# ---- mmu_job_arbiter ----
mmu_job_arbiter/gates.png
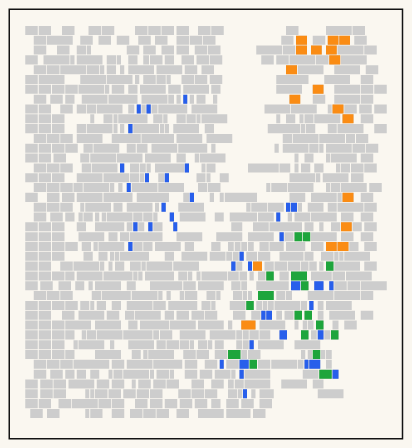

### src/rtl/mmu_job_arbiter.sv
// mmu_job_arbiter: round-robin sharing of the 2x2 systolic MMU between two
// requesters; serializes operand bytes in and result bytes out per job.
module mmu_job_arbiter #(
  parameter int TIMEOUT_CYCLES = 64
) (
  input  logic        clk,
  input  logic        rst,
  input  logic [1:0]  req_valid,
  output logic [1:0]  req_ready,
  input  logic [31:0] req_a0,
  input  logic [31:0] req_a1,
  input  logic [31:0] req_b0,
  input  logic [31:0] req_b1,
  output logic [1:0]  resp_valid,
  input  logic [1:0]  resp_ready,
  output logic [31:0] resp_data,
  output logic        resp_err,
  output logic        busy,
  output logic        mmu_rst,
  output logic        load_en,
  output logic        load_sel_ab,
  output logic [1:0]  load_index,
  output logic [7:0]  in_data,
  output logic        output_en,
  output logic [1:0]  output_sel,
  input  logic [7:0]  out_data,
  input  logic        done
);

  localparam logic [2:0] S_IDLE  = 3'd0;
  localparam logic [2:0] S_CLEAR = 3'd1;
  localparam logic [2:0] S_LOAD  = 3'd2;
  localparam logic [2:0] S_WAIT  = 3'd3;
  localparam logic [2:0] S_READ  = 3'd4;
  localparam logic [2:0] S_RESP  = 3'd5;

  localparam int TW = (TIMEOUT_CYCLES > 1) ? $clog2(TIMEOUT_CYCLES) : 1;
  localparam logic [TW-1:0] TMO_MAX = TW'(TIMEOUT_CYCLES - 1);

  logic [2:0]    r_state;
  logic          r_last;
  logic          r_owner;
  logic          r_err;
  logic [31:0]   r_a;
  logic [31:0]   r_b;
  logic [31:0]   r_res;
  logic [2:0]    r_beat;
  logic [TW-1:0] r_tmo;

  logic w_any;
  logic w_grant;
  logic w_accept;
  logic w_resp_hs;

  assign w_any = |req_valid;

  // On a tie the requester not served last wins.
  assign w_grant = (req_valid == 2'b11) ? ~r_last : req_valid[1];

  assign w_accept  = (r_state == S_IDLE) && w_any && !rst;
  assign w_resp_hs = (r_state == S_RESP) && resp_ready[r_owner];

  assign req_ready = w_accept ? (w_grant ? 2'b10 : 2'b01) : 2'b00;

  always_ff @(posedge clk) begin
    if (rst) begin
      r_state <= S_IDLE;
      r_last  <= 1'b1;
      r_owner <= 1'b0;
      r_err   <= 1'b0;
      r_a     <= '0;
      r_b     <= '0;
      r_res   <= '0;
      r_beat  <= '0;
      r_tmo   <= '0;
    end else begin
      case (r_state)
        S_IDLE: begin
          if (w_accept) begin
            r_a     <= w_grant ? req_a1 : req_a0;
            r_b     <= w_grant ? req_b1 : req_b0;
            r_owner <= w_grant;
            r_last  <= w_grant;
            r_state <= S_CLEAR;
          end
        end
        S_CLEAR: begin
          r_beat  <= '0;
          r_state <= S_LOAD;
        end
        S_LOAD: begin
          r_beat <= r_beat + 3'd1;
          if (r_beat == 3'd7) begin
            r_tmo   <= '0;
            r_state <= S_WAIT;
          end
        end
        S_WAIT: begin
          if (done) begin
            r_beat  <= '0;
            r_state <= S_READ;
          end else if (r_tmo == TMO_MAX) begin
            r_err   <= 1'b1;
            r_res   <= '0;
            r_state <= S_RESP;
          end else begin
            r_tmo <= r_tmo + TW'(1);
          end
        end
        S_READ: begin
          r_res[{r_beat[1:0], 3'b000} +: 8] <= out_data;
          r_beat <= r_beat + 3'd1;
          if (r_beat[1:0] == 2'd3) begin
            r_state <= S_RESP;
          end
        end
        S_RESP: begin
          if (w_resp_hs) begin
            r_err   <= 1'b0;
            r_state <= S_IDLE;
          end
        end
        default: r_state <= S_IDLE;
      endcase
    end
  end

  always_comb begin
    load_en     = 1'b0;
    load_sel_ab = 1'b0;
    load_index  = 2'd0;
    in_data     = 8'd0;
    output_en   = 1'b0;
    output_sel  = 2'd0;
    if (r_state == S_LOAD) begin
      load_en     = 1'b1;
      load_sel_ab = r_beat[2];
      load_index  = r_beat[1:0];
      in_data     = r_beat[2] ? r_b[{r_beat[1:0], 3'b000} +: 8]
                              : r_a[{r_beat[1:0], 3'b000} +: 8];
    end
    if (r_state == S_READ) begin
      output_en  = 1'b1;
      output_sel = r_beat[1:0];
    end
  end

  assign resp_valid = (r_state == S_RESP) ? (r_owner ? 2'b10 : 2'b01)
                                          : 2'b00;
  assign resp_data  = r_res;
  assign resp_err   = r_err;
  assign busy       = (r_state != S_IDLE);
  assign mmu_rst    = rst | (r_state == S_CLEAR);

endmodule

### config.mk
export PLATFORM = sky130hd
export DESIGN_NAME = mmu_job_arbiter
export DESIGN_NICKNAME = d
export VERILOG_FILES = /design/src/rtl/mmu_job_arbiter.sv
export SDC_FILE = /design/constraint.sdc
export NUM_CORES = 1
export LEC_CHECK = 0
export CAP_MARGIN = 30
export CORE_ASPECT_RATIO = 1.1
export CORE_MARGIN = 4
export CORE_UTILIZATION = 49
export DETAILED_ROUTE_END_ITERATION = 10
export PLACE_DENSITY = 0.86
export SKIP_LAST_GASP = 1
export SLEW_MARGIN = 25
export SYNTH_ARGS = -nofsm -noshare
export SYNTH_HDL_FRONTEND = slang
export SYNTH_SLANG_ARGS = --single-unit
### constraint.sdc
create_clock -name clk -period 3.6 [get_ports clk]
set_input_delay 1.08 -clock clk [delete_from_list [all_inputs] [get_ports clk]]
set_output_delay 1.08 -clock clk [all_outputs]
set_load 0.05 [all_outputs]
# ---- sprinkler_system ----
===== src/rtl/sprinkler_system.sv =====
// Sprinkler controller: loads (zone, start, stop) windows from the SD reader, then drives four
// valves from GPS time and the rain sensor. Optional macro RAIN_HOLDOFF_EN adds a post-rain delay.
module sprinkler_system #(
  parameter int unsigned MAX_ENTRIES         = 8,
  parameter int unsigned RAIN_HOLDOFF_CYCLES = 1000
) (
  input  logic        clk,
  input  logic        rst,
  input  logic [31:0] gps_time_reg,
  input  logic        gps_data_valid,
  input  logic        raining,
  output logic        SD_read_next_line,
  input  logic        SD_data_valid,
  input  logic [1:0]  SD_zones,
  input  logic [31:0] SD_start_time,
  input  logic [31:0] SD_stop_time,
  output logic        zone_0,
  output logic        zone_1,
  output logic        zone_2,
  output logic        zone_3
);

  localparam int unsigned CountW = $clog2(MAX_ENTRIES + 1);
  localparam int unsigned IdxW   = (MAX_ENTRIES > 1) ? $clog2(MAX_ENTRIES) : 1;

  typedef enum logic [1:0] {StLoadReq, StLoadWait, StLoadGap, StRun} state_e;

  state_e            state_q;
  logic [CountW-1:0] count_q;
  logic [1:0]        tbl_zone_q  [MAX_ENTRIES];
  logic [31:0]       tbl_start_q [MAX_ENTRIES];
  logic [31:0]       tbl_stop_q  [MAX_ENTRIES];
  logic [31:0]       cur_time_q;
  logic              time_valid_q;
  logic [3:0]        zone_q, zone_d, zone_hit;
  logic              rain_block;
  logic [IdxW-1:0]   wr_idx;

  assign wr_idx = IdxW'(count_q);

  // ASCII "HHMM" digits compare correctly as plain unsigned words.
  function automatic logic win_match(logic [31:0] start, logic [31:0] stop, logic [31:0] t);
    if (start < stop)      return (t >= start) && (t < stop);
    else if (start > stop) return (t >= start) || (t < stop);
    else                   return 1'b0;
  endfunction

  always_ff @(posedge clk or posedge rst) begin
    if (rst) begin
      state_q           <= StLoadReq;
      SD_read_next_line <= 1'b0;
      count_q           <= '0;
      for (int i = 0; i < MAX_ENTRIES; i++) begin
        tbl_zone_q[i]  <= '0;
        tbl_start_q[i] <= '0;
        tbl_stop_q[i]  <= '0;
      end
    end else begin
      SD_read_next_line <= 1'b0;
      unique case (state_q)
        StLoadReq: begin
          SD_read_next_line <= 1'b1;
          state_q           <= StLoadWait;
        end
        StLoadWait: begin
          if (SD_data_valid) begin
            if (SD_start_time == '0 && SD_stop_time == '0) begin
              state_q <= StRun;
            end else begin
              tbl_zone_q[wr_idx]  <= SD_zones;
              tbl_start_q[wr_idx] <= SD_start_time;
              tbl_stop_q[wr_idx]  <= SD_stop_time;
              count_q             <= count_q + 1'b1;
              state_q             <= StLoadGap;
            end
          end
        end
        StLoadGap: begin
          if (!SD_data_valid) begin
            state_q <= (count_q == CountW'(MAX_ENTRIES)) ? StRun : StLoadReq;
          end
        end
        StRun: state_q <= StRun;
        default: state_q <= StLoadReq;
      endcase
    end
  end

  always_ff @(posedge clk or posedge rst) begin
    if (rst) begin
      cur_time_q   <= '0;
      time_valid_q <= 1'b0;
    end else if (gps_data_valid) begin
      cur_time_q   <= gps_time_reg;
      time_valid_q <= 1'b1;
    end
  end

`ifdef RAIN_HOLDOFF_EN
  logic [31:0] holdoff_q;

  // Reloads while raining, so the delay counts from the last rainy clock.
  always_ff @(posedge clk or posedge rst) begin
    if (rst) begin
      holdoff_q <= '0;
    end else if (raining) begin
      holdoff_q <= RAIN_HOLDOFF_CYCLES;
    end else if (holdoff_q != '0) begin
      holdoff_q <= holdoff_q - 32'd1;
    end
  end

  assign rain_block = raining | (holdoff_q != '0);
`else
  assign rain_block = raining;
`endif

  always_comb begin
    zone_hit = '0;
    for (int i = 0; i < MAX_ENTRIES; i++) begin
      if ((CountW'(i) < count_q) && win_match(tbl_start_q[i], tbl_stop_q[i], cur_time_q)) begin
        zone_hit[tbl_zone_q[i]] = 1'b1;
      end
    end
    zone_d = '0;
    if (state_q == StRun && time_valid_q && !rain_block) begin
      zone_d = zone_hit;
    end
  end

  always_ff @(posedge clk or posedge rst) begin
    if (rst) begin
      zone_q <= '0;
    end else begin
      zone_q <= zone_d;
    end
  end

  assign zone_0 = zone_q[0];
  assign zone_1 = zone_q[1];
  assign zone_2 = zone_q[2];
  assign zone_3 = zone_q[3];

endmodule


===== config.mk =====
export PLATFORM = sky130hd
export DESIGN_NAME = sprinkler_system
export DESIGN_NICKNAME = d
export VERILOG_FILES = /design/src/rtl/sprinkler_system.sv
export SDC_FILE = /design/constraint.sdc
export NUM_CORES = 2
export LEC_CHECK = 0
export CORE_UTILIZATION = 40
export DETAILED_ROUTE_END_ITERATION = 8
export SLEW_MARGIN = 10
export SYNTH_ARGS = -nofsm -noshare
export SYNTH_HDL_FRONTEND = slang
export SYNTH_SLANG_ARGS = --single-unit

===== constraint.sdc =====
create_clock -name clk -period 30.7 [get_ports clk]
set_input_delay 6.14 -clock clk [delete_from_list [all_inputs] [get_ports clk]]
set_output_delay 6.14 -clock clk [all_outputs]
set_load 0.05 [all_outputs]


## Gallery

Routing congestion map.
Plate I
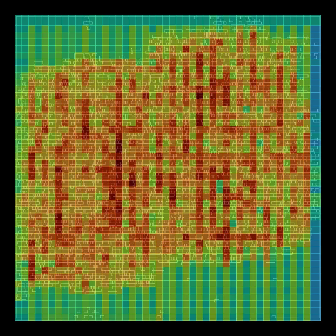
Plate II
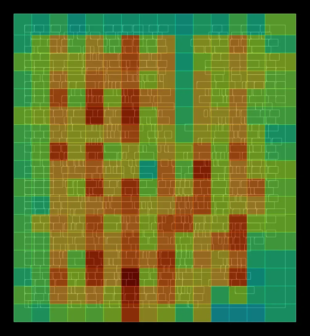
mmu_job_arbiter is Plate II.
sprinkler_system is Plate I.

mmu_job_arbiter/util_map.png
11 x 12 tiles, from white (low) to dark blue (high), 0 to 100% covered.
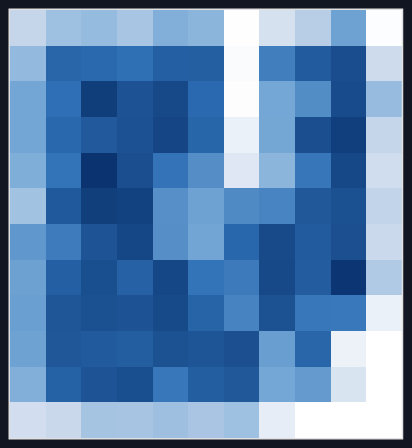
The fullest tile reaches 99%. The mean over all tiles is 60%. The emptiest ninth of the die: south-east. 6.1% of the tiles are nearly empty.

## Picture notes: mmu_job_arbiter/gates.png
Key: green = and/or cells [cells 17, most used and3_1]; orange = non-inverting ao/oa cells [cells 18, most used a22o_1]; blue = nand cells [cells 39, most used nand2_1]

==> run summary, mmu_job_arbiter <==
fresh numbers from the pnr run: Tmin final 3420 ps, largest net degree at the start of global routing 66, fa+ha+maj area frac 0.0184, DR vias 5049, Starting Density 0.499, R2R cell count 6, outcome finished, final reports clean, Post-Synth XOR/XNOR Area 0.00322, most numerous cell in the Yosys netlist dfxtp_1, reg-to-reg slack, setup 830 ps, fillcell total 816, Area Growth Syn to Fin 45.2%, critical path's slowest cell clkdlybuf4s50_1, post-CTS sizing 0, TritonCTS Buffers 9, end point of the worst hold path r_tmo[1]$_SDFFE_PP0P_, arrival time worst endpoint 2340 ps, Mean Syn Cell Area 9.65 sq um, initial antenna violation count 0, DRT antenna net count 0, sum of buffers and inverters on the critical path 1, CP Max Fanout 11, Top cell excl fill/tap clkdlybuf4s50_1, Dominant cell area share 0.408, chip height 119 microns
## mmu_job_arbiter: area by class of cell
cell class                      instances  share of cell area
Multi-Input combinational cell        399               0.379
Clock inverter                          7             0.00697
Sequential cell                       111               0.281
Timing Repair Buffer                  212               0.277
Tap cell                              147              0.0233
Clock buffer                            9              0.0285
Inverter                                8             0.00380
## mmu_job_arbiter: per-stage QoR
| step | util | setup slack, ps | instance area (sq um) | hold WS [ps] | power (mW) |
|---|---|---|---|---|---|
| CTS | 0.722 | 159 | 7880 | 482 | 3.56 |
| global placement | 0.696 | 244 | 7590 | 456 | 2.58 |
| finish | 0.724 | 180 | 7900 | 475 | 3.54 |
| global route | 0.724 | 39.4 | 7900 | 500 | 3.73 |
| detailed placement | 0.696 | 207 | 7590 | 464 | 2.62 |
| floorplan | - | 39.2 | 5450 | 444 | 2.22 |
## mmu_job_arbiter: registers in the layout, summed over array words and instances, names as in the netlist
name / count
r_state: 3
r_b: 32
r_beat: 3
r_owner: 1
r_tmo: 6
resp_data: 32
r_a: 32
resp_err: 1
r_last: 1
## mmu_job_arbiter: power by group
group,total [mW],switching (mW),internal [mW]
clock network,0.938,0.459,0.479
logic,1.07,0.541,0.531
registers,1.53,0.137,1.40
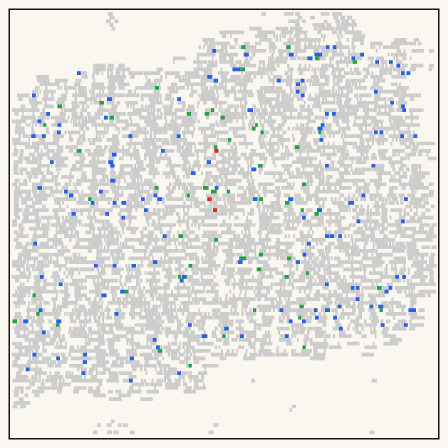
sprinkler_system/gates.png
Key: green = and/or cells [cells 58, most used and4_1]; blue = non-inverting ao/oa cells [cells 149, most used a21o_1, where widely spread]; red = xor and xnor cells [cells 3, most used xnor2_1]
Top cell excl fill/tap: ha_1
logic share of the area: 0.498

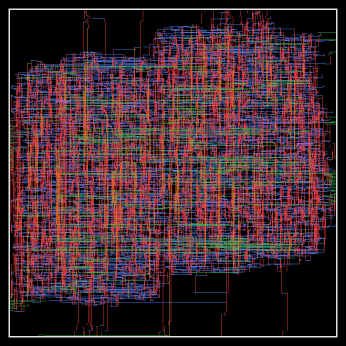
sprinkler_system/layers.png
Key: blue = M1 [wire length 59.3 mm]; red = M2 [wire length 57.5 mm]; green = M3 [wire length 11500 microns]; purple = M5 [wire length 27.6 microns]; orange = M4 [wire length 5600 microns]

==> run summary, sprinkler_system <==
fresh numbers from the pnr run: pwr/cell area 101 nW/um^2, Mean Syn Cell Area 8.91 sq um, core area 96700 sq um, CTS tree built, Max Freq 103 MHz, Post-synth ARST share 1.00, met1 GRT Util 0.374, FF+latch count, synth 572, Critical Path RT 31210 ps, max incr delay on CP 930 ps, Fin. Hold Viols 0, post-DP HPWL 93200 microns, Final Max Slew Viols 0, critical path's slowest cell clkdlybuf4s50_1, GRT met2 Usage 0.411, post-synthesis compound-gate area fraction 0.175, most numerous cell in the Yosys netlist ha_1, startpoint class of the critical path input pin, R2R cell count 11, clock skew 17.4 ps, Clock Path Buffers 3, synthesized area 39000 sq um, DRT antenna net count 0, top cells, area dfrtp_1, ha_1, o21ai_0, nand2_1, inv_1, outcome finished, final reports clean, Seq/Total Area, Yosys 0.367, Post-synth top cells ha_1, nand2_1, o21ai_0, dfrtp_1, inv_1
-- sprinkler_system: registers in the layout (all words and copies together) (netlist names) --
name               count
tbl_stop_q           256
tbl_zone_q            16
time_valid_q           1
SD_read_next_line      1
state_q                2
tbl_start_q          256
count_q                4
zone_q                 4
cur_time_q            32
-- sprinkler_system: area by class of cell --
class,count,area [sq um]
well taps,1276,1600
clock buffers,101,2050
multi-input cells,3093,22100
flip-flops and latches,572,14300
inverters,530,2000
clock inverters,25,355
diodes,1,2.50
repair buffers,224,1940
fillers,9440,52400
-- sprinkler_system: critical path: cells and delay by family --
family	cells	cell delay, ps
buf+inv	2	1720
simple gates	6	1850
mux	1	420
-- sprinkler_system: per-stage QoR --
step,instances,hold slack [ps],power [mW],worst slack [ps]
6_report,5822,470,4.46,20980
2_1_floorplan,4377,437,2.83,8560
4_1_cts,5821,470,4.44,21110
5_1_grt,5821,505,4.86,20770
3_5_place_dp,5695,452,3.53,20470
3_3_place_gp,5695,452,3.46,20510
-- sprinkler_system: where the power goes --
part	total (mW)	internal (mW)	switching, mW
clock network	0.884	0.532	0.352
logic	2.28	0.891	1.39
registers	1.29	1.11	0.183
total	4.46	2.53	1.93


==> screenshots <==
Metal 2.
shot_01.png
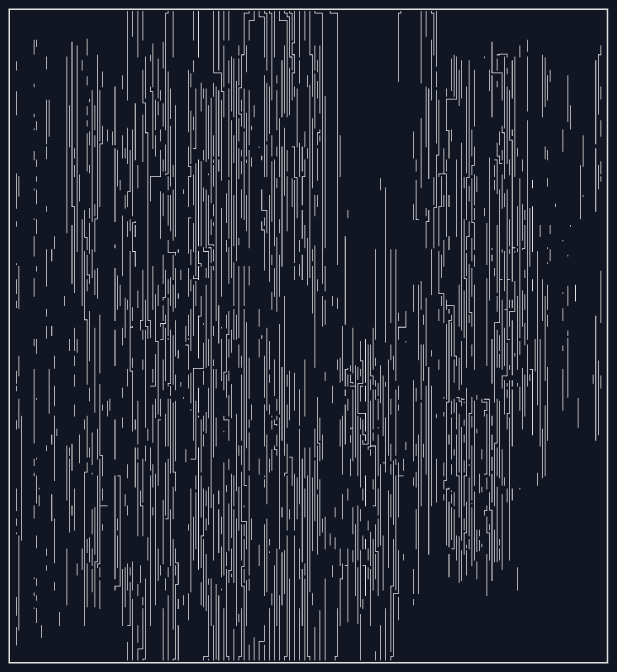
shot_02.png
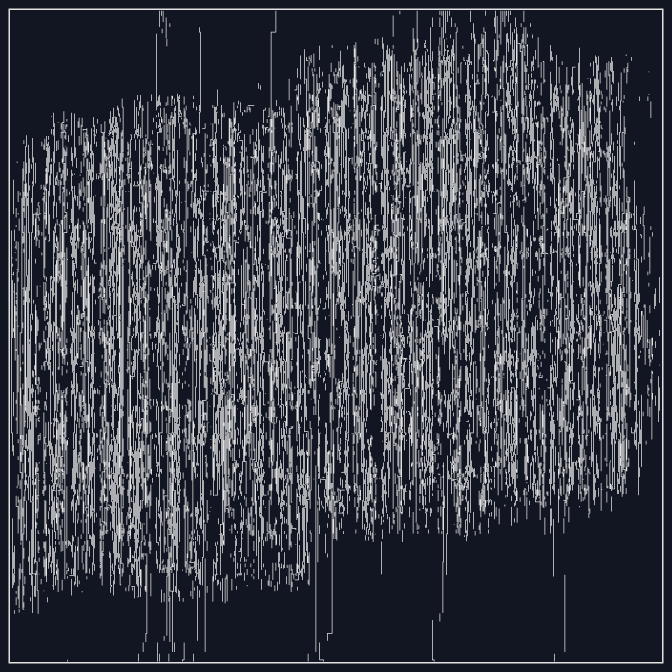
shot_02.png is sprinkler_system.
shot_01.png is mmu_job_arbiter.

No activity file was given, so power comes from the tool's default toggle rates.
